=== design 1 ===
--- src/rtl/textbox_ctrl.sv ---
// -----------------------------------------------------------------------------
// textbox_ctrl
// Character-cell write controller for a single-line textbox display.
// A writer streams bytes into a shadow buffer through a valid/ready handshake.
// Printable bytes are written at the cursor. A small set of control bytes
// behave as follows:
//   0x08  backspace
//   0x0D  carriage return
//   0x0C  form feed (clear)
//   0x0A  line feed (commit)
// On a commit, the shadow buffer is copied to the displayed cells on the next
// frame boundary, so the display never shows a half-written line.
//
// Ports
//   clk          : clock, rising edge
//   rst_n        : asynchronous active-low reset
//   in_data      : byte offered by the writer
//   in_valid     : in_data valid
//   in_ready     : controller accepts a byte this cycle (state is IDLE)
//   frame_start  : one-cycle pulse at the start of each display frame
//   chars        : committed cells shown by the textbox
//   cursor       : current write column
//   dirty        : shadow buffer differs (or may differ) from chars
//   commit_done  : one-cycle pulse, high the cycle after chars updates
// -----------------------------------------------------------------------------
module textbox_ctrl #(
    parameter int COLS  = 8,
    parameter int XBITS = $clog2(COLS*8)-1
) (
    input  logic             clk,
    input  logic             rst_n,
    input  logic [7:0]       in_data,
    input  logic             in_valid,
    output logic             in_ready,
    input  logic             frame_start,
    output logic [7:0]       chars [COLS-1:0],
    output logic [XBITS-3:0] cursor,
    output logic             dirty,
    output logic             commit_done
);

    localparam int            CW       = XBITS-2;
    localparam logic [CW-1:0] LAST_COL = CW'(COLS-1);
    localparam logic [7:0]    SPACE    = 8'h20;

    typedef enum logic [1:0] {
        ST_IDLE   = 2'd0,
        ST_CLEAR  = 2'd1,
        ST_COMMIT = 2'd2
    } state_t;

    state_t        state_q, state_d;
    logic [CW-1:0] cursor_q, cursor_d;
    logic [CW-1:0] clr_idx_q, clr_idx_d;
    logic [7:0]    shadow_q [COLS-1:0];
    logic [7:0]    shadow_d [COLS-1:0];
    logic [7:0]    chars_q  [COLS-1:0];
    logic          dirty_q, dirty_d;
    logic          commit_done_q;
    logic          accept_s;
    logic          commit_fire_s;
    logic [CW-1:0] bs_col_s;

    // True for the printable ASCII range that is stored as a character.
    function automatic logic is_printable(input logic [7:0] b);
        return (b >= 8'h20) && (b <= 8'h7E);
    endfunction

    // Handshake: the controller only listens while idle.
    assign in_ready = (state_q == ST_IDLE);
    assign accept_s = in_valid && (state_q == ST_IDLE);

    // Backspace target column, saturating at column 0.
    assign bs_col_s = (cursor_q == {CW{1'b0}}) ? {CW{1'b0}} : (cursor_q - CW'(1));

    // Next-state logic for the FSM, cursor, shadow buffer and dirty flag.
    always_comb begin
        state_d       = state_q;
        cursor_d      = cursor_q;
        clr_idx_d     = clr_idx_q;
        shadow_d      = shadow_q;
        dirty_d       = dirty_q;
        commit_fire_s = 1'b0;
        case (state_q)
            ST_IDLE: begin
                if (accept_s) begin
                    if (is_printable(in_data)) begin
                        shadow_d[cursor_q] = in_data;
                        dirty_d            = 1'b1;
                        cursor_d           = (cursor_q == LAST_COL) ? {CW{1'b0}}
                                                                    : (cursor_q + CW'(1));
                    end else begin
                        case (in_data)
                            8'h08: begin
                                cursor_d           = bs_col_s;
                                shadow_d[bs_col_s] = SPACE;
                                dirty_d            = 1'b1;
                            end
                            8'h0D: cursor_d = {CW{1'b0}};
                            8'h0C: begin
                                state_d   = ST_CLEAR;
                                clr_idx_d = {CW{1'b0}};
                                cursor_d  = {CW{1'b0}};
                                dirty_d   = 1'b1;
                            end
                            8'h0A: state_d = ST_COMMIT;
                            default: state_d = ST_IDLE;
                        endcase
                    end
                end else begin
                    state_d = ST_IDLE;
                end
            end
            ST_CLEAR: begin
                // One cell per cycle, ascending; leave after the last column.
                shadow_d[clr_idx_q] = SPACE;
                if (clr_idx_q == LAST_COL) begin
                    state_d   = ST_IDLE;
                    clr_idx_d = {CW{1'b0}};
                end else begin
                    clr_idx_d = clr_idx_q + CW'(1);
                end
            end
            ST_COMMIT: begin
                // The frame pulse is only honoured once we are already waiting,
                // so a pulse coinciding with the 0x0A byte is skipped.
                if (frame_start) begin
                    commit_fire_s = 1'b1;
                    dirty_d       = 1'b0;
                    state_d       = ST_IDLE;
                end else begin
                    state_d = ST_COMMIT;
                end
            end
            default: state_d = ST_IDLE;
        endcase
    end

    // State and output registers; chars copies the whole shadow atomically.
    always_ff @(posedge clk or negedge rst_n) begin
        if (!rst_n) begin
            state_q       <= ST_IDLE;
            cursor_q      <= {CW{1'b0}};
            clr_idx_q     <= {CW{1'b0}};
            dirty_q       <= 1'b0;
            commit_done_q <= 1'b0;
            for (int i = 0; i < COLS; i++) begin
                shadow_q[i] <= SPACE;
                chars_q[i]  <= SPACE;
            end
        end else begin
            state_q       <= state_d;
            cursor_q      <= cursor_d;
            clr_idx_q     <= clr_idx_d;
            dirty_q       <= dirty_d;
            commit_done_q <= commit_fire_s;
            for (int i = 0; i < COLS; i++) begin
                shadow_q[i] <= shadow_d[i];
                if (commit_fire_s) begin
                    chars_q[i] <= shadow_q[i];
                end else begin
                    chars_q[i] <= chars_q[i];
                end
            end
        end
    end

    assign chars       = chars_q;
    assign cursor      = cursor_q;
    assign dirty       = dirty_q;
    assign commit_done = commit_done_q;

endmodule

--- config.mk ---
export PLATFORM = sky130hd
export DESIGN_NAME = textbox_ctrl
export DESIGN_NICKNAME = d
export VERILOG_FILES = /design/src/rtl/textbox_ctrl.sv
export SDC_FILE = /design/constraint.sdc
export NUM_CORES = 1
export LEC_CHECK = 0
export ABC_AREA = 1
export CORE_MARGIN = 2
export CORE_UTILIZATION = 56
export DETAILED_ROUTE_END_ITERATION = 6
export PLACE_DENSITY = 0.85
export RECOVER_POWER = 25
export SETUP_SLACK_MARGIN = 0.1
export SKIP_CTS_REPAIR_TIMING = 1
export SYNTH_ARGS = -nofsm -noshare
export SYNTH_HDL_FRONTEND = slang
export SYNTH_SLANG_ARGS = --single-unit
--- constraint.sdc ---
create_clock -name clk -period 2.45 [get_ports clk]
set_input_delay 0.6125 -clock clk [delete_from_list [all_inputs] [get_ports clk]]
set_output_delay 0.6125 -clock clk [all_outputs]
set_load 0.05 [all_outputs]
==> results.json <==
{
  "drv_cap": 0,
  "syn_to_final_growth_pct": 27.3,
  "p_clk_mw": 2.52,
  "top_power_group": "sequential cells",
  "vias": 6329,
  "min_path_cells": 2,
  "antenna_found_initial": 0,
  "buffers": 133,
  "fp_util_pct": 57.5,
  "ys.flops": 138,
  "fin_area_mm2": 0.00879,
  "outcome": "complete, no violations",
  "worstSetupEndpointType": "output pin",
  "power_frac_clock_pct": 32.3,
  "ys.flop_type": "dfrtp_1",
  "crit_cells": 1,
  "syn_area_per_cell_um2": 7.66,
  "clock_sinks": 138,
  "ff_latch_area_mm2": 0.00347,
  "grt_first_pass_wirelength_mm": 28.6,
  "grt_pass1_vias": 5921,
  "fill_cells": 918,
  "buf_share_pct": 14.4,
  "ys_types": 33,
  "worst_slack_ns": 0.143,
  "wirelength_mm": 17.4,
  "dp.cells": 1149,
  "top_area_share_pct": 44.2
}
## layer usage
metal	track usage, %	vias to the layer above
met1	36.7	2964
met4	13.7	0
met5	0	-
met3	6.17	47
li1	-	3096
met2	44.0	222
## Yosys cell counts (all sizes together), types with 3 or more instances
master  instances
nor2           48
a21oi           3
ha              6
o21ai         136
buf            18
a21boi          4
or2             5
dfstp          16
dfrtp         122
nor3            8
inv            99
nand2         337
a31oi           7
clkbuf         15
nand3          71
nand4           4
## registers in the layout, summed over array words and instances (netlist names)
signal	cells
chars	64
shadow_q	64
clr_idx_q	3
cursor	3
state_q	2
commit_done	1
dirty	1
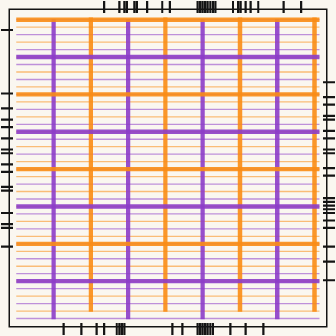
design_1/power_grid.png
Pins as bars on the die edge.
legend:
  orange:
    net: VDD
  purple:
    net: VSS
rows: 40
signal pins: 82
met4 straps: 8
met5 straps: 8
Die X: 115 µm
core area: 0.0120 mm²
die span in y: 115 µm

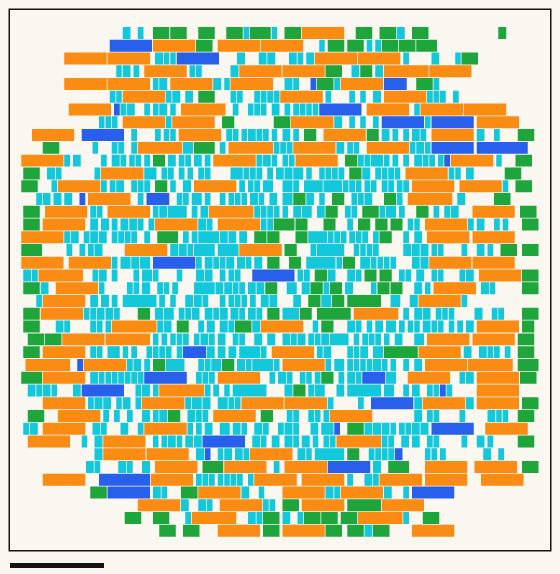
design_1/placement_by_type.png
Bar = 20 µm.
legend:
  blue:
    class: clock drivers and dummy loads
    cells: 32
    share_of_their_area: 6.7%
  cyan:
    class: combinational and other logic
    cells: 731
    share_of_their_area: 38%
  green:
    class: remaining buffers and delay cells
    cells: 133
    share_of_their_area: 15%
  orange:
    class: sequential cells
    cells: 138
    share_of_their_area: 40%

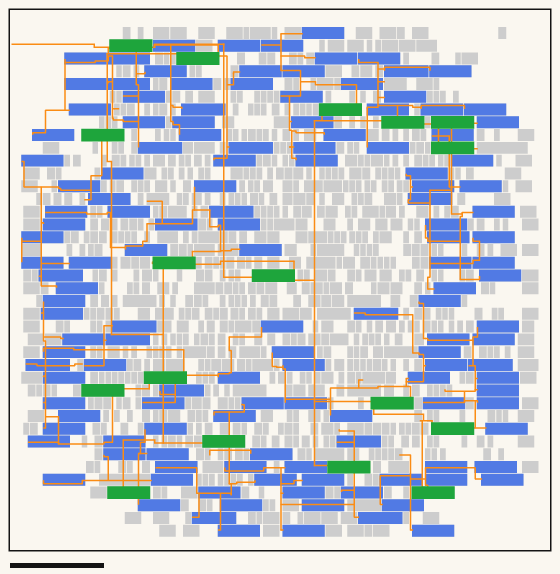
design_1/clk_routes.png
Bar = 20 µm.
legend:
  blue:
    item: flip-flops
    count: 138
  orange:
    item: clock wires
    length: 1720 µm
  green:
    item: clock drivers
    count: 17
routed clock nets: 18


=== design 2 ===
File: config.mk
export PLATFORM = sky130hd
export DESIGN_NAME = matrix_elem_tx_formatter
export DESIGN_NICKNAME = d
export VERILOG_FILES = /design/src/rtl/matrix_elem_tx_formatter.sv
export SDC_FILE = /design/constraint.sdc
export NUM_CORES = 1
export LEC_CHECK = 0
export CAP_MARGIN = 10
export CORE_MARGIN = 4
export CORE_UTILIZATION = 25
export CTS_BUF_LIST = sky130_fd_sc_hd__clkbuf_8 sky130_fd_sc_hd__clkbuf_16
export DETAILED_ROUTE_END_ITERATION = 12
export GPL_TIMING_DRIVEN = 0
export SYNTH_ARGS = -nofsm -noshare
export SYNTH_HDL_FRONTEND = slang
export SYNTH_SLANG_ARGS = --single-unit
export TNS_END_PERCENT = 100
File: constraint.sdc
create_clock -name clk -period 9 [get_ports clk]
set_clock_uncertainty 0.1 [all_clocks]
set_input_delay 2.25 -clock clk [delete_from_list [all_inputs] [get_ports clk]]
set_output_delay 2.25 -clock clk [all_outputs]
set_load 0.02 [all_outputs]
File: src/rtl/matrix_elem_tx_formatter.sv
// Formats signed matrix elements into ASCII bytes for a byte-wide UART transmitter.
// Define MATRIX_TX_RIGHT_ALIGN_EN to right-align padded fields (default: left-aligned).
module matrix_elem_tx_formatter #(
    parameter int DATA_W     = 8,
    parameter int NUM_DIGITS = 3,
    parameter int FIELD_W    = 5,
    parameter int FIFO_DEPTH = 4
) (
    input  logic                          clk,
    input  logic                          rst,
    input  logic                          in_valid,
    output logic                          in_ready,
    input  logic [DATA_W-1:0]             in_data,
    input  logic [1:0]                    in_op,
    input  logic                          in_last_col,
    output logic                          elem_done,
    output logic                          busy,
    output logic [$clog2(FIFO_DEPTH):0]   fifo_count,
    output logic [7:0]                    tx_data,
    output logic                          tx_start,
    input  logic                          tx_busy
);
    localparam int AW = $clog2(FIFO_DEPTH);
    localparam int BW = 4 * NUM_DIGITS;
    localparam logic [AW:0] FULL_CNT = (AW+1)'(FIFO_DEPTH);
    localparam logic [7:0]  FIELD_W8 = 8'(FIELD_W);
`ifdef MATRIX_TX_RIGHT_ALIGN_EN
    localparam bit RIGHT_ALIGN = 1'b1;
`else
    localparam bit RIGHT_ALIGN = 1'b0;
`endif

    typedef enum logic [2:0] {IDLE, CONVERT, EMIT, WAIT_TX, DONE} state_t;

    typedef struct packed {
        logic [DATA_W-1:0] data;
        logic [1:0]        op;
        logic              last;
    } entry_t;

    state_t state, state_n;

    // ---------------- input queue ----------------
    entry_t      mem [FIFO_DEPTH];
    logic [AW:0] wr_ptr, rd_ptr;
    logic        full, empty, push, pop;
    entry_t      head;

    assign fifo_count = wr_ptr - rd_ptr;
    assign full       = (fifo_count == FULL_CNT);
    assign empty      = (fifo_count == '0);
    assign in_ready   = !full;
    assign push       = in_valid && !full;
    assign pop        = (state == IDLE) && !empty;
    assign head       = mem[rd_ptr[AW-1:0]];
    assign busy       = (state != IDLE) || !empty;

    // NOTE: state registers use non-blocking assignments so every flop samples pre-edge values.
    always_ff @(posedge clk) begin
        if (rst) begin
            wr_ptr <= '0;
            rd_ptr <= '0;
        end else begin
            if (push) wr_ptr <= wr_ptr + 1'b1;
            if (pop)  rd_ptr <= rd_ptr + 1'b1;
        end
    end

    // NOTE: queue storage is deliberately not reset; the pointers alone define valid entries.
    always_ff @(posedge clk) begin
        if (push) mem[wr_ptr[AW-1:0]] <= '{data: in_data, op: in_op, last: in_last_col};
    end

    // ---------------- datapath ----------------
    logic [DATA_W-1:0] mag_q;
    logic [BW-1:0]     bcd_q, bcd_adj;
    logic [4:0]        cyc_q;
    logic [7:0]        idx_q;
    logic              neg_q, pad_q, last_q, nl_only_q, wait_first_q;

    always_comb begin
        bcd_adj = bcd_q;
        for (int i = 0; i < NUM_DIGITS; i++)
            if (bcd_q[4*i +: 4] >= 4'd5) bcd_adj[4*i +: 4] = bcd_q[4*i +: 4] + 4'd3;
    end

    always_ff @(posedge clk) begin
        if (rst) begin
            mag_q <= '0; bcd_q <= '0; cyc_q <= '0; idx_q <= '0;
            neg_q <= 1'b0; pad_q <= 1'b0; last_q <= 1'b0; nl_only_q <= 1'b0;
            wait_first_q <= 1'b0;
        end else begin
            case (state)
                IDLE: if (!empty) begin
                    nl_only_q <= (head.op == 2'b01);
                    neg_q     <= (head.op != 2'b01) && head.data[DATA_W-1];
                    mag_q     <= head.data[DATA_W-1] ? (~head.data + DATA_W'(1)) : head.data;
                    pad_q     <= (head.op == 2'b00) || (head.op == 2'b11);
                    last_q    <= head.last || (head.op == 2'b01);
                    bcd_q     <= '0;
                    cyc_q     <= '0;
                    idx_q     <= '0;
                end
                CONVERT: begin
                    {bcd_q, mag_q} <= {bcd_adj, mag_q} << 1;
                    cyc_q          <= cyc_q + 5'd1;
                end
                EMIT: if (!tx_busy) begin
                    idx_q        <= idx_q + 8'd1;
                    wait_first_q <= 1'b1;
                end
                WAIT_TX: wait_first_q <= 1'b0;
                default: ;
            endcase
        end
    end

    // Field layout: [lead spaces][sign][digits][trail spaces][LF]
    logic [7:0] nd, body, pad, lead, total, k, dsel, ch;
    logic [3:0] digit;

    // NOTE: every combinational output gets a default first so no latch is inferred.
    always_comb begin
        nd = 8'd0;
        for (int i = 0; i < NUM_DIGITS; i++)
            if (bcd_q[4*i +: 4] != 4'd0) nd = 8'(i + 1);
        if (nd == 8'd0) nd = 8'd1;
        body  = nl_only_q ? 8'd0 : nd + {7'd0, neg_q};
        pad   = (pad_q && FIELD_W8 > body) ? FIELD_W8 - body : 8'd0;
        lead  = RIGHT_ALIGN ? pad : 8'd0;
        total = pad + body + {7'd0, last_q};
        k     = idx_q - lead;
        dsel  = nd - 8'd1 - (k - {7'd0, neg_q});
        digit = 4'd0;
        for (int i = 0; i < NUM_DIGITS; i++)
            if (dsel == 8'(i)) digit = bcd_q[4*i +: 4];
        if (idx_q < lead)                     ch = 8'h20;
        else if (idx_q < lead + body)         ch = (neg_q && k == 8'd0) ? 8'h2D : (8'h30 | {4'd0, digit});
        else if (idx_q < pad + body)          ch = 8'h20;
        else                                  ch = 8'h0A;
    end

    // ---------------- control FSM ----------------
    always_ff @(posedge clk) begin
        if (rst) state <= IDLE;
        else     state <= state_n;
    end

    always_comb begin
        state_n   = state;
        tx_start  = 1'b0;
        tx_data   = 8'h00;
        elem_done = 1'b0;
        case (state)
            IDLE:    if (!empty) state_n = (head.op == 2'b01) ? EMIT : CONVERT;
            CONVERT: if (cyc_q == 5'(DATA_W - 1)) state_n = EMIT;
            EMIT: if (!tx_busy) begin
                tx_start = 1'b1;
                tx_data  = ch;
                state_n  = WAIT_TX;
            end
            // The UART raises tx_busy one cycle late, so the first WAIT_TX cycle is skipped.
            WAIT_TX: if (!wait_first_q && !tx_busy) state_n = (idx_q == total) ? DONE : EMIT;
            DONE: begin
                elem_done = 1'b1;
                state_n   = IDLE;
            end
            default: state_n = IDLE;
        endcase
    end
endmodule

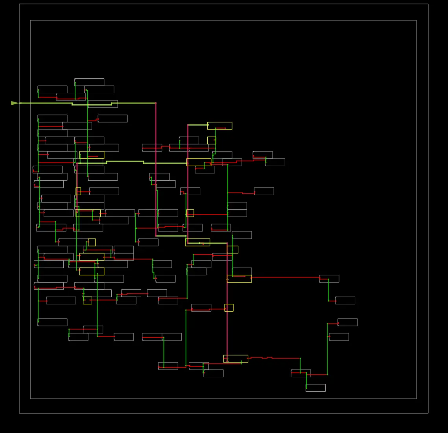
design_2/clocks.png
Skew-Pair Late Insertion Delay: 0.35 ns
# clock sinks: 93
CTS buffer count: 9
flop count: 93
clock buffers: 9

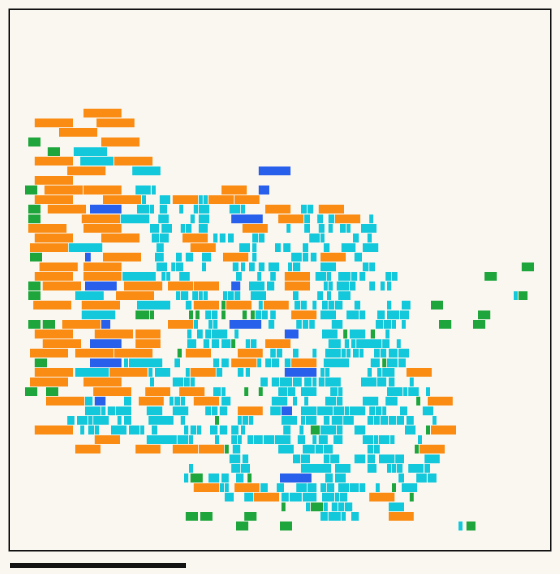
design_2/placement_by_type.png
Bar = 50 µm.
legend:
  cyan:
    class: combinational and other logic
    cells: 408
    share_of_their_area: 49%
  orange:
    class: sequential cells
    cells: 93
    share_of_their_area: 40%
  blue:
    class: clock drivers and dummy loads
    cells: 16
    share_of_their_area: 4.9%
  green:
    class: remaining buffers and delay cells
    cells: 53
    share_of_their_area: 6.5%

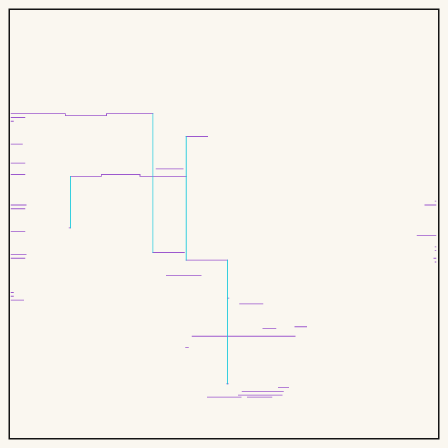
design_2/wires.png
Only two layers are drawn.
legend:
  purple:
    layer: metal 3
    wire_length: 323 µm
  cyan:
    layer: metal 4
    wire_length: 156 µm

==> results.json <==
{
  "xor_share_pct": 4.95,
  "buf_share_pct": 6.17,
  "wirelength_mm": 11.6,
  "tool_warnings": 34,
  "fin_setup_tns_ns": 0,
  "endpoint": "tx_data[3]",
  "grt_use_total_pct": 9.98,
  "nets": 618,
  "holdBufCountCts": 0,
  "place_congestion": 0.771,
  "logic_family": "simple AND/OR/NAND/NOR gates",
  "crit_top_cell": "ha_1",
  "syn_to_final_growth_pct": 17.3,
  "critPathKind": "register to output pin",
  "crit_chain": "inv_1 -> ha_1 -> or3b_4 -> nand2_1 -> ha_1 -> nor3_1 -> nor3b_2 -> inv_1 -> ha_1 -> o311a_1 -> and2_1 -> ha_1 -> nor3b_1 -> o21a_1 -> nor4b_4 -> inv_1 -> ha_1 -> and4_1 -> a21oi_1 -> o21ai_0 -> o311a_1 -> o21a_1 -> clkdlybuf4s50_1",
  "ys_top_cells_by_area": "edfxtp_1, dfxtp_1, ha_1, mux4_1, a21oi_1",
  "clock_area_share_pct": 4.59,
  "synthMuxAreaShare_pct": 6.62,
  "worstSetupEndpointType": "output pin",
  "buffers": 53,
  "slowest_stage": "clkdlybuf4s50_1",
  "num-nonclk-inverters": 28,
  "place_hpwl_mm": 8.69,
  "ant_nets": 0,
  "die_y_um": 153,
  "r2r-start": "bcd_q[4]$_SDFFE_PP0P_",
  "drt_pass1_iterations": 4,
  "htreeDepth": 3,
  "ys.flop_type": "dfxtp_1",
  "outcome": "complete, no violations",
  "fill_cells": 2162,
  "wirelength_met1_mm": 5.63
}
[cells by family after synthesis]
| logic type | Yosys count |
|---|---|
| and+or+nand+nor | 194 |
| adders and majority gates | 38 |
| AOI/OAI and AO/OA | 99 |
| xor gates and xnor gates | 28 |
| buffers and inverters | 55 |
| muxes | 18 |
| DFF | 93 |
| other | 1 |
[report_power, final]
part | internal [mW] | switching (mW) | total, mW
clock network | 0.191 | 0.174 | 0.365
registers | 0.521 | 0.0409 | 0.562
logic | 0.289 | 0.465 | 0.754
total | 1.00 | 0.679 | 1.68

=== design 3 ===
design_3/power_grid.png
Pins as bars on the die edge.
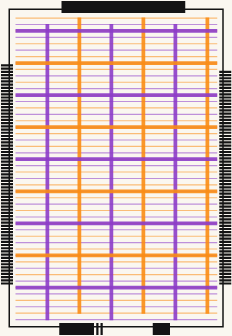
design_3/placement_by_type.png
Bar = 20 µm.
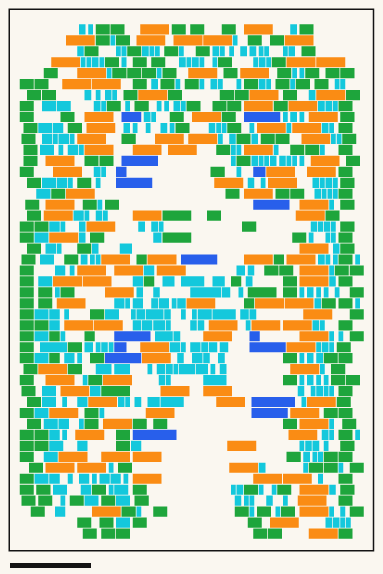
--- config.mk ---
export PLATFORM = sky130hd
export DESIGN_NAME = mem_fetch_arbiter
export DESIGN_NICKNAME = d
export VERILOG_FILES = /design/src/rtl/mem_arb_pkg.sv /design/src/rtl/mem_arb_watchdog.sv /design/src/rtl/mem_fetch_arbiter.sv
export SDC_FILE = /design/constraint.sdc
export NUM_CORES = 1
export LEC_CHECK = 0
export CAP_MARGIN = 20
export CORE_AREA = 2 2 88 132
export CTS_CLUSTER_DIAMETER = 200
export DETAILED_ROUTE_END_ITERATION = 8
export DIE_AREA = 0 0 90 134
export PLACE_DENSITY = 0.84
export SLEW_MARGIN = 20
export SYNTH_ARGS = -nofsm -noshare
export SYNTH_HDL_FRONTEND = slang
export SYNTH_SLANG_ARGS = --single-unit
--- constraint.sdc ---
create_clock -name clk -period 1.9 [get_ports clk]
set_input_delay 0.19 -clock clk [delete_from_list [all_inputs] [get_ports clk]]
set_output_delay 0.19 -clock clk [all_outputs]
set_load 0.005 [all_outputs]
--- src/rtl/mem_arb_pkg.sv ---
// Shared types and constants for the IF/LS memory fetch arbiter.
// Holds the FSM state encoding, requester IDs and the round-robin pick rule.
package mem_arb_pkg;

  typedef enum logic [1:0] {
    IDLE = 2'd0,
    WAIT = 2'd1,
    GAP  = 2'd2
  } arb_state_e;

  localparam logic       REQ_IF        = 1'b0;
  localparam logic       REQ_LS        = 1'b1;
  localparam logic [3:0] IF_READ_BYTES = 4'd4;

  // Returns the requester ID to grant; on a tie the one that did not win last time.
  function automatic logic pick_requester(input logic if_req,
                                          input logic ls_req,
                                          input logic last_grant);
    logic pick;
    if (if_req && ls_req) begin
      pick = ~last_grant;
    end else if (ls_req) begin
      pick = REQ_LS;
    end else begin
      pick = REQ_IF;
    end
    return pick;
  endfunction

endpackage

--- src/rtl/mem_arb_watchdog.sv ---
// Wait-cycle counter for the memory handshake; flags the cycle on which a
// transfer has waited TIMEOUT cycles without completing. TIMEOUT=0 disables it.
module mem_arb_watchdog #(
  parameter int TIMEOUT = 1023
) (
  input  logic clk,
  input  logic rst,
  input  logic clear,
  input  logic enable,
  output logic expired
);

  localparam int             CNT_W    = (TIMEOUT > 0) ? $clog2(TIMEOUT + 1) : 1;
  localparam logic [CNT_W-1:0] LAST_CNT = (TIMEOUT > 0) ? CNT_W'(TIMEOUT - 1) : {CNT_W{1'b0}};
  localparam logic           WD_ON    = (TIMEOUT > 0);

  logic [CNT_W-1:0] wait_cnt_r;

  // Counts waiting cycles, saturating at the abort point so it never wraps.
  always_ff @(posedge clk) begin
    if (rst) begin
      wait_cnt_r <= {CNT_W{1'b0}};
    end else if (clear) begin
      wait_cnt_r <= {CNT_W{1'b0}};
    end else if (enable && (wait_cnt_r != LAST_CNT)) begin
      wait_cnt_r <= wait_cnt_r + CNT_W'(1);
    end else begin
      wait_cnt_r <= wait_cnt_r;
    end
  end

  assign expired = WD_ON && enable && (wait_cnt_r == LAST_CNT);

endmodule

--- src/rtl/mem_fetch_arbiter.sv ---
// Shares one SPI memory controller between instruction fetch and load requests:
// round-robin grant, level start/done handshake, word capture, idle gap and watchdog abort.
module mem_fetch_arbiter
  import mem_arb_pkg::*;
#(
  parameter int ADDR_W     = 24,
  parameter int DATA_W     = 32,
  parameter int GAP_CYCLES = 1,
  parameter int TIMEOUT    = 1023
) (
  input  logic              clk,
  input  logic              rst,
  input  logic              if_req,
  input  logic [ADDR_W-1:0] if_addr,
  output logic              if_done,
  output logic [DATA_W-1:0] if_data,
  output logic              if_err,
  input  logic              ls_req,
  input  logic [ADDR_W-1:0] ls_addr,
  input  logic [3:0]        ls_bytes,
  output logic              ls_done,
  output logic [DATA_W-1:0] ls_data,
  output logic              ls_err,
  output logic              mem_start_request,
  output logic              mem_is_data_fetch,
  output logic [ADDR_W-1:0] mem_target_address,
  output logic [3:0]        mem_read_bytes,
  input  logic [DATA_W-1:0] mem_fetched_instruction,
  input  logic [DATA_W-1:0] mem_fetched_data,
  input  logic              mem_request_done
);

  localparam int               GAP_W    = (GAP_CYCLES > 1) ? $clog2(GAP_CYCLES) : 1;
  localparam logic [GAP_W-1:0] GAP_LAST = GAP_W'(GAP_CYCLES - 1);

  arb_state_e       state_r;
  arb_state_e       state_nxt_s;
  logic [GAP_W-1:0] gap_cnt_r;
  logic             last_grant_r;
  logic             grant_s;
  logic             grant_ls_s;
  logic             finish_s;
  logic             abort_s;
  logic             end_s;
  logic             waiting_s;
  logic             expired_s;

  assign waiting_s = (state_r == WAIT);
  assign end_s     = finish_s | abort_s;

  mem_arb_watchdog #(
    .TIMEOUT (TIMEOUT)
  ) u_watchdog (
    .clk     (clk),
    .rst     (rst),
    .clear   (grant_s),
    .enable  (waiting_s),
    .expired (expired_s)
  );

  // Next-state and event decode; a done in the expiry cycle counts as normal completion.
  always_comb begin
    state_nxt_s = state_r;
    grant_s     = 1'b0;
    finish_s    = 1'b0;
    abort_s     = 1'b0;
    grant_ls_s  = pick_requester(if_req, ls_req, last_grant_r);
    case (state_r)
      IDLE: begin
        if (if_req || ls_req) begin
          grant_s     = 1'b1;
          state_nxt_s = WAIT;
        end else begin
          state_nxt_s = IDLE;
        end
      end
      WAIT: begin
        if (mem_request_done) begin
          finish_s    = 1'b1;
          state_nxt_s = GAP;
        end else if (expired_s) begin
          abort_s     = 1'b1;
          state_nxt_s = GAP;
        end else begin
          state_nxt_s = WAIT;
        end
      end
      GAP: begin
        if (gap_cnt_r == GAP_LAST) begin
          state_nxt_s = IDLE;
        end else begin
          state_nxt_s = GAP;
        end
      end
      default: begin
        state_nxt_s = IDLE;
      end
    endcase
  end

  // State register and gap-length counter.
  always_ff @(posedge clk) begin
    if (rst) begin
      state_r   <= IDLE;
      gap_cnt_r <= {GAP_W{1'b0}};
    end else begin
      state_r <= state_nxt_s;
      if (state_r == GAP) begin
        gap_cnt_r <= gap_cnt_r + GAP_W'(1);
      end else begin
        gap_cnt_r <= {GAP_W{1'b0}};
      end
    end
  end

  // Controller-side registers: latched at grant, start held until completion or abort.
  always_ff @(posedge clk) begin
    if (rst) begin
      mem_start_request  <= 1'b0;
      mem_is_data_fetch  <= 1'b0;
      mem_target_address <= {ADDR_W{1'b0}};
      mem_read_bytes     <= 4'd0;
      last_grant_r       <= REQ_IF;
    end else if (grant_s) begin
      mem_start_request  <= 1'b1;
      mem_is_data_fetch  <= grant_ls_s;
      mem_target_address <= (grant_ls_s == REQ_LS) ? ls_addr : if_addr;
      mem_read_bytes     <= (grant_ls_s == REQ_LS) ? ls_bytes : IF_READ_BYTES;
      last_grant_r       <= grant_ls_s;
    end else if (end_s) begin
      mem_start_request <= 1'b0;
    end else begin
      mem_start_request <= mem_start_request;
    end
  end

  // Requester-side results: one-cycle done pulse, error flag and held data word.
  always_ff @(posedge clk) begin
    if (rst) begin
      if_done <= 1'b0;
      if_err  <= 1'b0;
      if_data <= {DATA_W{1'b0}};
      ls_done <= 1'b0;
      ls_err  <= 1'b0;
      ls_data <= {DATA_W{1'b0}};
    end else begin
      if_done <= end_s && (mem_is_data_fetch == REQ_IF);
      ls_done <= end_s && (mem_is_data_fetch == REQ_LS);
      if (end_s && (mem_is_data_fetch == REQ_IF)) begin
        if_err <= abort_s;
      end else begin
        if_err <= if_err;
      end
      if (end_s && (mem_is_data_fetch == REQ_LS)) begin
        ls_err <= abort_s;
      end else begin
        ls_err <= ls_err;
      end
      if (finish_s && (mem_is_data_fetch == REQ_IF)) begin
        if_data <= mem_fetched_instruction;
      end else begin
        if_data <= if_data;
      end
      if (finish_s && (mem_is_data_fetch == REQ_LS)) begin
        ls_data <= mem_fetched_data;
      end else begin
        ls_data <= ls_data;
      end
    end
  end

endmodule
==> results.json <==
{
  "outcome": "complete, no violations",
  "drc": 0,
  "cts_tree": "done",
  "clockBufferCount": 10,
  "power_mw": 5.44,
  "reg2reg_depth": 6,
  "synth.most_common_cell": "nand2_1",
  "ys.flops": 111,
  "slew_viol_final": 0,
  "overflow": 0,
  "ant_nets": 0,
  "ys_top_cells_by_area": "dfxtp_1, nand2_1, a21oi_1, mux2i_1, a211oi_1",
  "use_met1_pct": 20.7,
  "netlist_instances": 494,
  "root_buffer": "clkbuf_16",
  "r2r_end": "u_watchdog.wait_cnt_r[6]$_SDFFE_PP0P_",
  "routed.top_layer": "met4",
  "worst-path-buf-inv": 1,
  "wl_met2_mm": 6.17,
  "max-slew-margin-rel_pct": 59.1,
  "crit_cells": 6,
  "final_cell_mix": "clkdlybuf4s50_1, nand2_1, dfxtp_1",
  "worstHoldEndpoint": "ls_done$_SDFF_PP0_",
  "buf_share_pct": 33.3,
  "ir_worst_vdd_mv": 0.472,
  "slowest_stage": "or4_1",
  "grt_pass1_vias": 4057,
  "clock_latency_ns": 0.34,
  "period_minus_slack_ns": 1.68,
  "cts_buffer_depth": 2,
  "cts.clk_slew.worst_paths_ns": 0.07,
  "coreArea_mm2": 0.0109
}
About design_3/power_grid.png:
legend:
  orange:
    net: VDD
  purple:
    net: VSS
signal pins: 219
met5 straps: 9
met4 straps: 6
rows: 47

About design_3/placement_by_type.png:
legend:
  green:
    class: remaining buffers and delay cells
    cells: 229
    share_of_their_area: 34%
  orange:
    class: sequential cells
    cells: 111
    share_of_their_area: 33%
  cyan:
    class: combinational and other logic
    cells: 349
    share_of_their_area: 28%
  blue:
    class: clock drivers and dummy loads
    cells: 16
    share_of_their_area: 4.9%

-- stage by stage --
| stage | area, µm² | setup WS (ns) | hold slack (ns) |
|---|---|---|---|
| after global routing | 6940 | 0.118 | 0.0767 |
| final | 6940 | 0.218 | 0.0787 |
| after detailed placement | 6610 | 0.188 | 0.425 |
| after global placement | 6610 | 0.290 | 0.411 |
| after floorplan | 4270 | 0.375 | 0.326 |
| after CTS | 6940 | 0.234 | 0.0648 |
-- power breakdown --
group	switching [mW]	internal, mW
registers	0.0648	2.44
clock network	0.836	1.20
logic	0.351	0.546
total	1.25	4.19

=== design 4 ===
File: config.mk
export PLATFORM = sky130hd
export DESIGN_NAME = tawas_rcn_issue_buf
export DESIGN_NICKNAME = d
export VERILOG_FILES = /design/src/rtl/tawas_rcn_issue_buf_pkg.sv /design/src/rtl/tawas_rcn_issue_buf_fifo.sv /design/src/rtl/tawas_rcn_issue_buf.sv
export SDC_FILE = /design/constraint.sdc
export NUM_CORES = 1
export LEC_CHECK = 0
export ABC_AREA = 1
export CAP_MARGIN = 30
export CORE_ASPECT_RATIO = 1.5
export CORE_UTILIZATION = 30
export CTS_BUF_LIST = sky130_fd_sc_hd__clkbuf_4 sky130_fd_sc_hd__clkbuf_8
export DETAILED_ROUTE_END_ITERATION = 10
export PLACE_DENSITY = 0.55
export SETUP_SLACK_MARGIN = 0.5
export SLEW_MARGIN = 20
export SYNTH_ARGS = -nofsm -noshare
export SYNTH_HDL_FRONTEND = slang
export SYNTH_SLANG_ARGS = --single-unit
File: constraint.sdc
create_clock -name clk -period 5.4 [get_ports clk]
set_input_delay 0.81 -clock clk [delete_from_list [all_inputs] [get_ports clk]]
set_output_delay 0.81 -clock clk [all_outputs]
set_load 0.005 [all_outputs]
File: src/rtl/tawas_rcn_issue_buf_pkg.sv
// Shared tawas_rcn ring word definitions.
// Field layout and request entry used by every ring node.
package tawas_rcn_issue_buf_pkg;

    localparam int RCN_W = 69;

    // Ring word, MSB first: valid, pending, wr, id, seq, mask, addr[23:2], data
    typedef struct packed {
        logic        valid;
        logic        pending;
        logic        wr;
        logic [2:0]  id;
        logic [4:0]  seq;
        logic [3:0]  mask;
        logic [21:0] addr;
        logic [31:0] data;
    } rcn_t;

    // Queued request as held in the issue FIFO
    typedef struct packed {
        logic        wr;
        logic [4:0]  seq;
        logic [3:0]  mask;
        logic [21:0] addr;
        logic [31:0] data;
    } req_t;

    localparam int REQ_W = $bits(req_t);

    function automatic rcn_t req_to_rcn(req_t r, logic [2:0] id);
        rcn_t w;
        w.valid   = 1'b1;
        w.pending = 1'b1;
        w.wr      = r.wr;
        w.id      = id;
        w.seq     = r.seq;
        w.mask    = r.mask;
        w.addr    = r.addr;
        w.data    = r.data;
        return w;
    endfunction

endpackage

File: src/rtl/tawas_rcn_issue_buf_fifo.sv
// Issue FIFO for tawas_rcn ring nodes.
// Pushes into a full FIFO are dropped; pointers wrap modulo DEPTH.
module tawas_rcn_fifo #(
    parameter  int WIDTH = 64,
    parameter  int DEPTH = 4,
    localparam int AW    = $clog2(DEPTH),
    localparam int CW    = AW + 1
) (
    input  logic             clk,
    input  logic             rst,
    input  logic             push,
    input  logic [WIDTH-1:0] din,
    input  logic             pop,
    output logic [WIDTH-1:0] dout,
    output logic             full,
    output logic             empty,
    output logic [CW-1:0]    count
);

    logic [WIDTH-1:0] mem [DEPTH];
    logic [AW-1:0]    rd_ptr;
    logic [AW-1:0]    wr_ptr;
    logic             do_push;
    logic             do_pop;

    assign full    = (count == CW'(DEPTH));
    assign empty   = (count == '0);
    assign do_push = push && !full;
    assign do_pop  = pop && !empty;
    assign dout    = mem[rd_ptr];

    // Pointer and occupancy bookkeeping
    always_ff @(posedge clk or posedge rst) begin
        if (rst) begin
            rd_ptr <= '0;
            wr_ptr <= '0;
            count  <= '0;
        end else begin
            if (do_push)
                wr_ptr <= wr_ptr + AW'(1);
            if (do_pop)
                rd_ptr <= rd_ptr + AW'(1);
            if (do_push && !do_pop)
                count <= count + CW'(1);
            else if (do_pop && !do_push)
                count <= count - CW'(1);
        end
    end

    // Entry storage, no reset needed
    always_ff @(posedge clk) begin
        if (do_push)
            mem[wr_ptr] <= din;
    end

endmodule

File: src/rtl/tawas_rcn_issue_buf.sv
// Tawas ring node issue buffer.
// Queues requests, inserts them into free ring slots, captures responses.
module tawas_rcn_issue_buf
    import tawas_rcn_issue_buf_pkg::*;
#(
    parameter logic [2:0] MASTER_ID = 3'd0,
    parameter int         DEPTH     = 4
) (
    input  logic        clk,
    input  logic        rst,
    input  logic        cs,
    input  logic [4:0]  seq,
    input  logic        wr,
    input  logic [3:0]  mask,
    input  logic [23:0] addr,
    input  logic [31:0] wdata,
    output logic        full,
    output logic        rdone,
    output logic        wdone,
    output logic [4:0]  rsp_seq,
    output logic [3:0]  rsp_mask,
    output logic [23:0] rsp_addr,
    output logic [31:0] rsp_data,
    input  logic [68:0] rcn_in,
    output logic [68:0] rcn_out
);

    localparam int             CW      = $clog2(DEPTH) + 1;
    localparam logic [CW-1:0] FULL_AT = CW'(DEPTH - 1);

    rcn_t          rin;
    req_t          q_din;
    req_t          q_dout;
    logic          q_empty;
    logic          q_full_unused;
    logic [CW-1:0] q_count;
    logic          capture;
    logic          slot_free;
    logic          pop;
    logic          addr_unused;

    assign rin         = rcn_in;
    assign addr_unused = ^addr[1:0];

    assign q_din.wr   = wr;
    assign q_din.seq  = seq;
    assign q_din.mask = mask;
    assign q_din.addr = addr[23:2];
    assign q_din.data = wdata;

    assign capture   = rin.valid && !rin.pending && (rin.id == MASTER_ID);
    assign slot_free = !rin.valid || capture;
    assign pop       = slot_free && !q_empty;
    assign full      = (q_count >= FULL_AT);

    tawas_rcn_fifo #(
        .WIDTH(REQ_W),
        .DEPTH(DEPTH)
    ) u_fifo (
        .clk  (clk),
        .rst  (rst),
        .push (cs),
        .din  (q_din),
        .pop  (pop),
        .dout (q_dout),
        .full (q_full_unused),
        .empty(q_empty),
        .count(q_count)
    );

    // Ring egress: pass foreign traffic, else fill the slot from the FIFO
    always_ff @(posedge clk or posedge rst) begin
        if (rst)
            rcn_out <= '0;
        else if (rin.valid && !capture)
            rcn_out <= rcn_in;
        else if (pop)
            rcn_out <= req_to_rcn(q_dout, MASTER_ID);
        else
            rcn_out <= '0;
    end

    // Response capture: done pulses and held response fields
    always_ff @(posedge clk or posedge rst) begin
        if (rst) begin
            rdone    <= 1'b0;
            wdone    <= 1'b0;
            rsp_seq  <= '0;
            rsp_mask <= '0;
            rsp_addr <= '0;
            rsp_data <= '0;
        end else begin
            rdone <= capture && !rin.wr;
            wdone <= capture && rin.wr;
            if (capture) begin
                rsp_seq  <= rin.seq;
                rsp_mask <= rin.mask;
                rsp_addr <= {rin.addr, 2'b00};
                rsp_data <= rin.data;
            end
        end
    end

endmodule

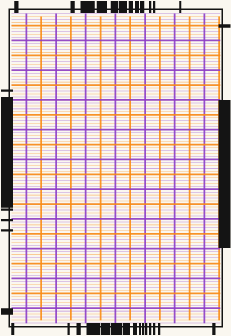
design_4/power_grid.png
Pins as bars on the die edge.
legend:
  orange:
    net: VDD
  purple:
    net: VSS
rows: 104
met4 straps: 14
met5 straps: 20
met1 rails: 105
signal pins: 275

==> results.json <==
{
  "outcome": "finished, violations left",
  "violations": "DRC",
  "p_leak_nw": 9.80,
  "use_met1_pct": 19.5,
  "slew_viol_final": 0,
  "netlist_instances": 1636,
  "adder_share_pct": 0.501,
  "logic_family": "simple AND/OR/NAND/NOR gates",
  "routed.top_layer": "met5",
  "antenna_found_initial": 3,
  "worstPathRequired_ns": 5.93,
  "ys_types": 22,
  "crit_start": "u_fifo.rd_ptr[1]$_DFFE_PP0P_",
  "p_sw_share_pct": 33.2,
  "overflow": 0,
  "max_freq_mhz": 365,
  "die_y_um": 289,
  "wl_met2_mm": 22.8,
  "pg_seq_mw": 4.27,
  "drc": 24,
  "edf_count": 256,
  "compound_area_share_pct": 2.01,
  "die_area_mm2": 0.0559,
  "finalHoldViolations": 0,
  "cts_tree": "done",
  "fin_area_mm2": 0.0213,
  "fin_setup_tns_ns": 0,
  "grt_max_degree": 194,
  "rsz0062_at_grt": "no",
  "die_x_um": 193,
  "dp.cells": 2528
}
## area by class of cell
class                      count  area [µm²]
fill                        5214       32700
sequential                   397       11200
multi-input combinational    813        3610
timing repair buffer         290        2920
inverter                     340        1280
clock buffer                 101        1230
tap                          689         862
clock inverter                20         161
antenna                        2        5.00
## critical path: cells and delay by family (launching register included)
kind / cells / cell delay [ns]
buf+inv: 3 / 1.36
flops: 1 / 0.79
simple gates: 4 / 0.42

=== design 5 ===
design_5/clocks.png
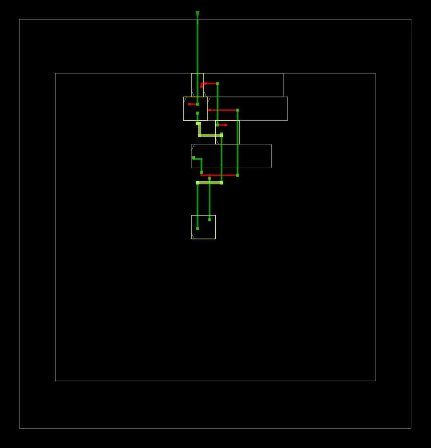
design_5/clk_routes.png
Bar = 10 µm.
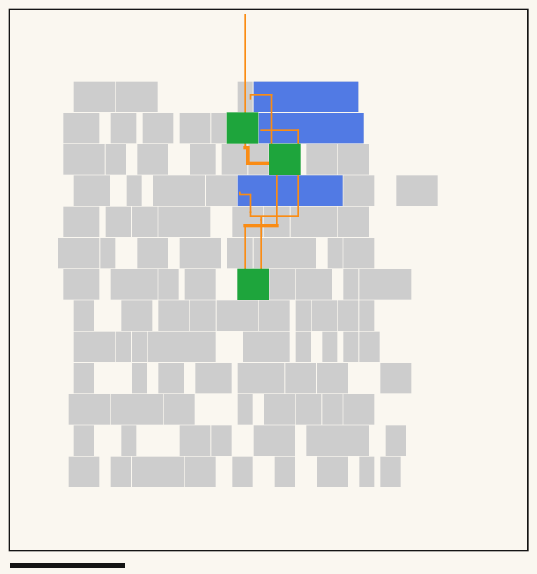
design_5/wires.png
Only two layers are drawn.
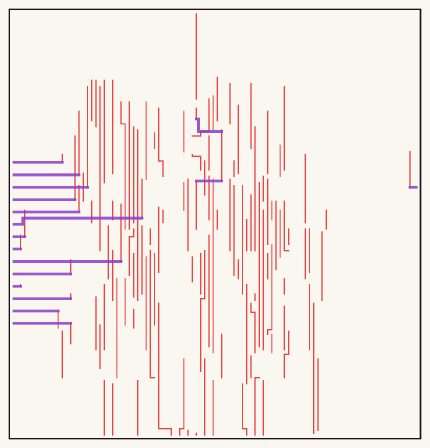
## src/rtl/controller_sequencer.sv

```systemverilog
// Microcode sequencer for a SAP-style 8-bit CPU: six-T-state ring plus a sticky
// HALTED state, with all control lines decoded combinationally from state and opcode.
module controller_sequencer #(
  parameter int T_STATES = 6
) (
  input  logic                i_clk,
  input  logic                i_rst_n,
  input  logic                i_program_mode,
  input  logic [3:0]          i_opcode,
  output logic                o_pc_inc,
  output logic                o_pc_out,
  output logic                o_pc_load,
  output logic                o_mar_load,
  output logic                o_ram_read,
  output logic                o_ram_write,
  output logic                o_ir_load,
  output logic                o_ir_out,
  output logic                o_a_load,
  output logic                o_a_out,
  output logic                o_b_load,
  output logic                o_alu_sub,
  output logic                o_alu_out,
  output logic                o_out_load,
  output logic [T_STATES-1:0] o_tstate,
  output logic                o_halted
);

  typedef enum logic [2:0] {
    T1     = 3'd0,
    T2     = 3'd1,
    T3     = 3'd2,
    T4     = 3'd3,
    T5     = 3'd4,
    T6     = 3'd5,
    HALTED = 3'd7
  } state_t;

  localparam logic [3:0] OP_LDA = 4'b0000;
  localparam logic [3:0] OP_ADD = 4'b0001;
  localparam logic [3:0] OP_SUB = 4'b0010;
  localparam logic [3:0] OP_STA = 4'b0100;
  localparam logic [3:0] OP_JMP = 4'b0101;
  localparam logic [3:0] OP_OUT = 4'b1110;
  localparam logic [3:0] OP_HLT = 4'b1111;

  state_t state, state_nxt;

  always_ff @(posedge i_clk or negedge i_rst_n) begin
    if (!i_rst_n) state <= T1;
    else          state <= state_nxt;
  end

  // Program mode aborts the current instruction, but cannot wake a halted CPU.
  always_comb begin
    state_nxt = state;
    case (state)
      HALTED: state_nxt = HALTED;
      default: begin
        if (i_program_mode)                      state_nxt = T1;
        else if (state == T4 && i_opcode == OP_HLT) state_nxt = HALTED;
        else if (state == T6)                    state_nxt = T1;
        else                                     state_nxt = state_t'(state + 3'd1);
      end
    endcase
  end

  for (genvar i = 0; i < T_STATES; i++) begin : g_tstate
    assign o_tstate[i] = (state == state_t'(3'(i)));
  end

  assign o_halted = (state == HALTED);

  always_comb begin
    o_pc_inc    = 1'b0;
    o_pc_out    = 1'b0;
    o_pc_load   = 1'b0;
    o_mar_load  = 1'b0;
    o_ram_read  = 1'b0;
    o_ram_write = 1'b0;
    o_ir_load   = 1'b0;
    o_ir_out    = 1'b0;
    o_a_load    = 1'b0;
    o_a_out     = 1'b0;
    o_b_load    = 1'b0;
    o_alu_sub   = 1'b0;
    o_alu_out   = 1'b0;
    o_out_load  = 1'b0;
    if (!i_program_mode) begin
      case (state)
        T1: begin o_pc_out = 1'b1; o_mar_load = 1'b1; end
        T2: o_pc_inc = 1'b1;
        T3: begin o_ram_read = 1'b1; o_ir_load = 1'b1; end
        T4: begin
          case (i_opcode)
            OP_LDA, OP_ADD, OP_SUB, OP_STA: begin o_ir_out = 1'b1; o_mar_load = 1'b1; end
            OP_JMP: begin o_ir_out = 1'b1; o_pc_load = 1'b1; end
            OP_OUT: begin o_a_out = 1'b1; o_out_load = 1'b1; end
            default: ;
          endcase
        end
        T5: begin
          case (i_opcode)
            OP_LDA:         begin o_ram_read = 1'b1; o_a_load = 1'b1; end
            OP_ADD, OP_SUB: begin o_ram_read = 1'b1; o_b_load = 1'b1; end
            OP_STA:         begin o_a_out = 1'b1; o_ram_write = 1'b1; end
            default: ;
          endcase
        end
        T6: begin
          case (i_opcode)
            OP_ADD: begin o_alu_out = 1'b1; o_a_load = 1'b1; end
            OP_SUB: begin o_alu_sub = 1'b1; o_alu_out = 1'b1; o_a_load = 1'b1; end
            default: ;
          endcase
        end
        default: ;
      endcase
    end
  end

endmodule

```

## config.mk

```make
export PLATFORM = sky130hd
export DESIGN_NAME = controller_sequencer
export DESIGN_NICKNAME = d
export VERILOG_FILES = /design/src/rtl/controller_sequencer.sv
export SDC_FILE = /design/constraint.sdc
export NUM_CORES = 1
export LEC_CHECK = 0
export CAP_MARGIN = 20
export CORE_AREA = 4 4 41 43
export DETAILED_ROUTE_END_ITERATION = 16
export DIE_AREA = 0 0 45 47
export PLACE_DENSITY = 0.73
export SLEW_MARGIN = 20
export SYNTH_ARGS = -nofsm -noshare
export SYNTH_HDL_FRONTEND = slang
export SYNTH_SLANG_ARGS = --single-unit
```

## constraint.sdc

```tcl
create_clock -name i_clk -period 2.7 [get_ports i_clk]
set_input_delay 0.81 -clock i_clk [delete_from_list [all_inputs] [get_ports i_clk]]
set_output_delay 0.81 -clock i_clk [all_outputs]
set_load 0.02 [all_outputs]
```

==> results.json <==
{
  "slew_viol_final": 0,
  "tap-cell-count": 15,
  "drive_above_1_share_pct": 43.7,
  "io_pins": 28,
  "outcome": "complete, no violations",
  "die_area_mm2": 0.00212,
  "top_cells_by_count": "nor2_1, nand2_1, inv_1, nor3_1",
  "coreArea_mm2": 0.00130,
  "netlist_instances": 61,
  "yosysWarnings": 0,
  "endpoint": "o_mar_load",
  "diodes": 0,
  "async_flop_share_pct": 100,
  "max_freq_mhz": 376,
  "final_cell_mix": "buf_4, nor2_1, nand2_1, clkdlybuf4s50_1, buf_2",
  "io_buffers": 27
}
Notes on design_5/clocks.png above:
Skew-Pair Late Insertion Delay: 0.23 ns
clock buffers: 4
# clock sinks: 3
CTS buffer count: 3
Clock Skew: 0.00455 ns

Notes on design_5/clk_routes.png above:
legend:
  green:
    item: clock drivers
    count: 3
  orange:
    item: clock wires
    length: 60.0 µm
  blue:
    item: flip-flops
    count: 3
routed clock nets: 4

Notes on design_5/wires.png above:
legend:
  red:
    layer: metal 2
    wire_length: 763 µm
  purple:
    layer: metal 3
    wire_length: 94.3 µm
mean routed wirelength per cell: 12.8 µm
GR Util All Layers: 16.4%
via count: 580
DRT Wirelength: 1.51 mm

cell families (layout without fill, tap and decap cells):
logic type	count (synthesis)	in the layout	share of synthesized area (%)
buffers and inverters	10	52	10.8
adder cells (fa/ha/maj)	2	2	5.85
AND-OR/OR-AND	11	11	19.3
flip-flops	3	3	17.5
XOR/XNOR	1	1	2.05
AND/OR/NAND/NOR	34	34	44.4
report_power, final:
group	internal [mW]	total (mW)	switching [mW]	leakage, nW
Combinational	0.0613	0.130	0.0688	0.376
Clock	0.0554	0.0784	0.0230	0.0150
Sequential	0.0493	0.0514	0.00210	0.0394

=== design 6 ===
design_6/power_grid.png
Pins as bars on the die edge.
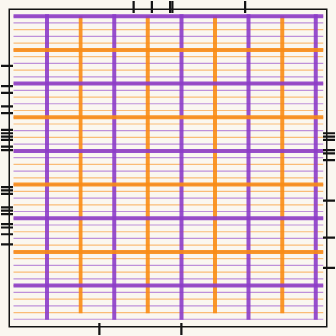
design_6/placement_by_type.png
Bar = 50 µm.
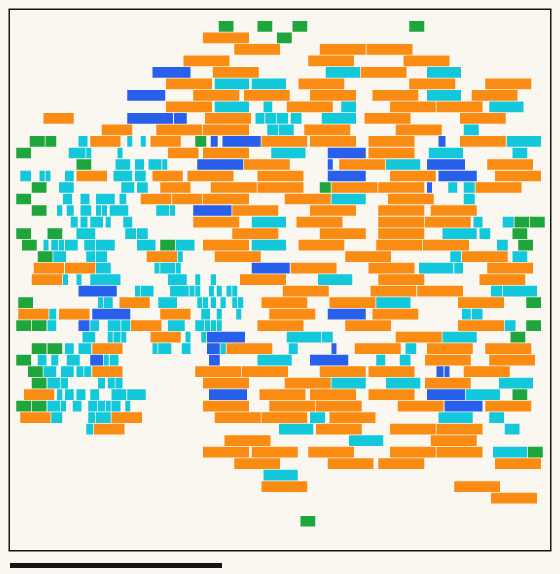
$ cat config.mk
export PLATFORM = sky130hd
export DESIGN_NAME = uart_rx_fifo
export DESIGN_NICKNAME = d
export VERILOG_FILES = /design/src/rtl/uart_rx_fifo.sv
export SDC_FILE = /design/constraint.sdc
export NUM_CORES = 1
export LEC_CHECK = 0
export CORE_MARGIN = 1
export CORE_UTILIZATION = 40
export CTS_CLUSTER_DIAMETER = 30
export CTS_CLUSTER_SIZE = 24
export DETAILED_ROUTE_END_ITERATION = 6
export RECOVER_POWER = 100
export REMOVE_ABC_BUFFERS = 1
export SKIP_CTS_REPAIR_TIMING = 1
export SLEW_MARGIN = 20
export SYNTH_ARGS = -nofsm -noshare
export SYNTH_HDL_FRONTEND = slang
export SYNTH_SLANG_ARGS = --single-unit
$ cat constraint.sdc
create_clock -name clk -period 8.85 [get_ports clk]
set_clock_uncertainty 0.15 [all_clocks]
set_input_delay 1.77 -clock clk [delete_from_list [all_inputs] [get_ports clk]]
set_output_delay 1.77 -clock clk [all_outputs]
set_load 0.02 [all_outputs]
$ cat src/rtl/uart_rx_fifo.sv
// Receive-side byte FIFO between the UART receiver and the bus/software reader.
// Show-ahead valid/ready read port, occupancy/almost-full status, sticky overrun with drop counter.
module uart_rx_fifo #(
    parameter int BYTE_WIDTH   = 8,
    parameter int DEPTH        = 16,
    parameter int AFULL_THRESH = 12
) (
    input  logic                       clk,
    input  logic                       rst,
    input  logic                       rx_done,
    input  logic [BYTE_WIDTH-1:0]      data_in,
    input  logic                       rd_ready,
    output logic                       rd_valid,
    output logic [BYTE_WIDTH-1:0]      rd_data,
    output logic [$clog2(DEPTH):0]     level,
    output logic                       almost_full,
    output logic                       overrun,
    output logic [7:0]                 drop_count,
    input  logic                       overrun_clr
);

    localparam int PTR_W = $clog2(DEPTH);
    localparam int LVL_W = PTR_W + 1;

    logic [BYTE_WIDTH-1:0] mem [DEPTH];
    logic [PTR_W-1:0]      wr_ptr;
    logic [PTR_W-1:0]      rd_ptr;
    logic                  full;
    logic                  push;
    logic                  pop;
    logic                  drop;

    // A full FIFO still accepts a byte when a pop frees a slot in the same cycle.
    assign full     = (level == LVL_W'(DEPTH));
    assign rd_valid = (level != '0);
    assign pop      = rd_valid && rd_ready;
    assign push     = rx_done && (!full || pop);
    assign drop     = rx_done && !push;

    assign rd_data     = rd_valid ? mem[rd_ptr] : '0;
    assign almost_full = (level >= LVL_W'(AFULL_THRESH));

    always_ff @(posedge clk) begin
        if (push && !rst) begin
            mem[wr_ptr] <= data_in;
        end
    end

    always_ff @(posedge clk) begin
        if (rst) begin
            wr_ptr <= '0;
            rd_ptr <= '0;
            level  <= '0;
        end else begin
            if (push) begin
                wr_ptr <= wr_ptr + PTR_W'(1);
            end
            if (pop) begin
                rd_ptr <= rd_ptr + PTR_W'(1);
            end
            if (push && !pop) begin
                level <= level + LVL_W'(1);
            end else if (pop && !push) begin
                level <= level - LVL_W'(1);
            end
        end
    end

    // A drop in the same cycle as a clear wins, restarting the count at one.
    always_ff @(posedge clk) begin
        if (rst) begin
            overrun    <= 1'b0;
            drop_count <= '0;
        end else if (drop) begin
            overrun <= 1'b1;
            if (overrun_clr) begin
                drop_count <= 8'd1;
            end else if (drop_count != 8'hFF) begin
                drop_count <= drop_count + 8'd1;
            end
        end else if (overrun_clr) begin
            overrun    <= 1'b0;
            drop_count <= '0;
        end
    end

endmodule

==> results.json <==
{
  "outcome": "finished, violations left",
  "violations": "capacitance limit, slew limit",
  "drt-initial-drc-count": 350,
  "yosys.area.top_type": "edfxtp_1",
  "powerComb_mw": 0.432,
  "tightestPinTransition_ns": 1.91,
  "top_cells_by_count": "edfxtp_1, nor2_1, mux4_2",
  "yosys_cells": 375,
  "fp_util_pct": 41.2,
  "min_from": "overrun$_SDFFE_PP0P_",
  "grt_max_degree": 33,
  "comb_cells": 195,
  "p_leak_nw": 2.42,
  "cellPowerDensity_mw_per_mm2": 267,
  "clock_area_share_pct": 7.52,
  "ff_latch_area_mm2": 0.00436,
  "overflow": 0,
  "place_hpwl_mm": 7.74,
  "ys_seq_share_pct": 69.1,
  "mostFrequentLayoutCell": "edfxtp_1",
  "die_y_um": 128,
  "r2r_end": "level[4]$_SDFFE_PP0P_",
  "placed_area_mm2": 0.00687,
  "final_cell_mix": "edfxtp_1, nor2_1, mux4_2, dlygate4sd3_1, dfxtp_1",
  "worst-path-buf-inv": 1,
  "wirelength_met1_mm": 5.72,
  "ys.flop_type": "edfxtp_1",
  "io_buffers": 36,
  "post-route-util_pct": 48.4,
  "largest_cell_class": "sequential cells",
  "tool_warnings": 28,
  "r2r-start": "level[2]$_SDFFE_PP0P_",
  "antenna_found_initial": 1,
  "wirelength_mm": 12.6,
  "min_path_cells": 2,
  "p_switching_mw": 0.543,
  "wl_per_cell_um": 19.8,
  "max-slew-margin-rel_pct": -27.5,
  "critPathKind": "register to output pin",
  "top_area_share_pct": 60.9,
  "hold_class": "register to register",
  "cts_tree": "done",
  "slew_viol_final": 33,
  "io_pins": 37,
  "drv_cap": 1,
  "cts.clk_slew.worst_paths_ns": 0.06,
  "crit_chain": "mux4_2 -> nor2b_1 -> a211oi_1 -> a211oi_1 -> dlygate4sd3_1",
  "cts_buffer_depth": 2,
  "logic_area_mm2": 0.00182,
  "arrival_ns": 3.99,
  "top_power_group": "sequential cells",
  "place_congestion": 0.780,
  "busiest_layer": "met2",
  "combPwrFrac_pct": 21.9,
  "worstPathRequired_ns": 6.93,
  "die_area_mm2": 0.0163,
  "grt_use_total_pct": 16.9,
  "compound_area_share_pct": 5.05,
  "wl_met2_mm": 6.09,
  "setup_violations": 0,
  "reg2reg_depth": 9,
  "grt_use_met3_pct": 3.43,
  "finalHoldViolations": 0,
  "grt_first_pass_wirelength_mm": 19.9
}
## Picture notes: design_6/power_grid.png
legend:
  orange:
    net: VDD
  purple:
    net: VSS
rows: 45
signal pins: 37
met4 straps: 9

## Picture notes: design_6/placement_by_type.png
legend:
  green:
    class: remaining buffers and delay cells
    cells: 39
    share_of_their_area: 5.4%
  cyan:
    class: combinational and other logic
    cells: 200
    share_of_their_area: 26%
  blue:
    class: clock drivers and dummy loads
    cells: 31
    share_of_their_area: 7.8%
  orange:
    class: sequential cells
    cells: 154
    share_of_their_area: 61%
core area: 0.0153 mm²
Cell Rows: 45
post-route cell area: 0.00741 mm²

==> worst max-delay path by stage <==
| stage | start | end | slack (ns) | cells past startpoint |
|---|---|---|---|---|
| after floorplan | register | rd_data[0] | 4.54 | 4 |
| after global placement | register | rd_data[2] | 4.04 | 5 |
| after detailed placement | register | rd_data[2] | 4.05 | 5 |
| after CTS | register | rd_data[2] | 3.60 | 5 |
| after global routing | register | rd_data[2] | 2.64 | 5 |
| final | register | rd_data[2] | 2.94 | 5 |
==> state kept, by name (all words and copies together), names as in the netlist, named ones only <==
register and flops:
mem 128, drop_count 8, level 5, rd_ptr 4, wr_ptr 4, overrun 1


==> notes/layouts.md <==
Pictures saved along the way, in no particular order.

Clock nets.
Plate I
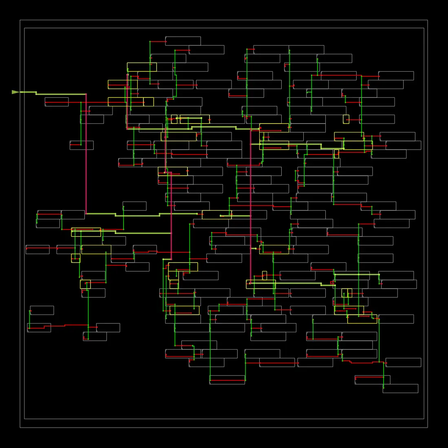
Plate II
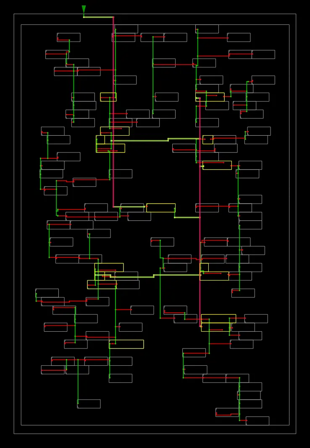
Plate III
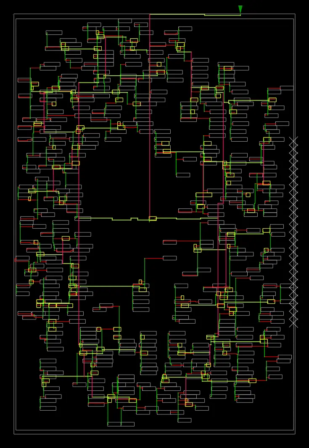
Plate IV
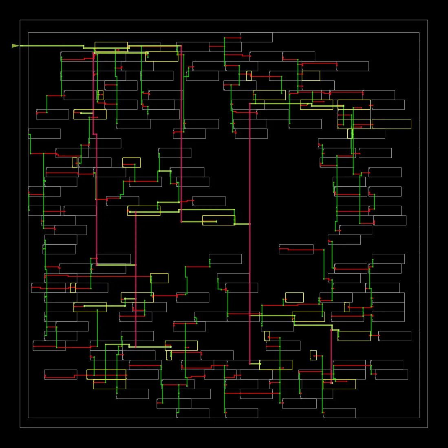
design 6: Plate I
design 3: Plate II
design 1: Plate IV
design 4: Plate III
The one with the most sequential cells is Plate III.
The one with the fewest sequential cells is Plate II.

Power and IR drop assume default switching activity.
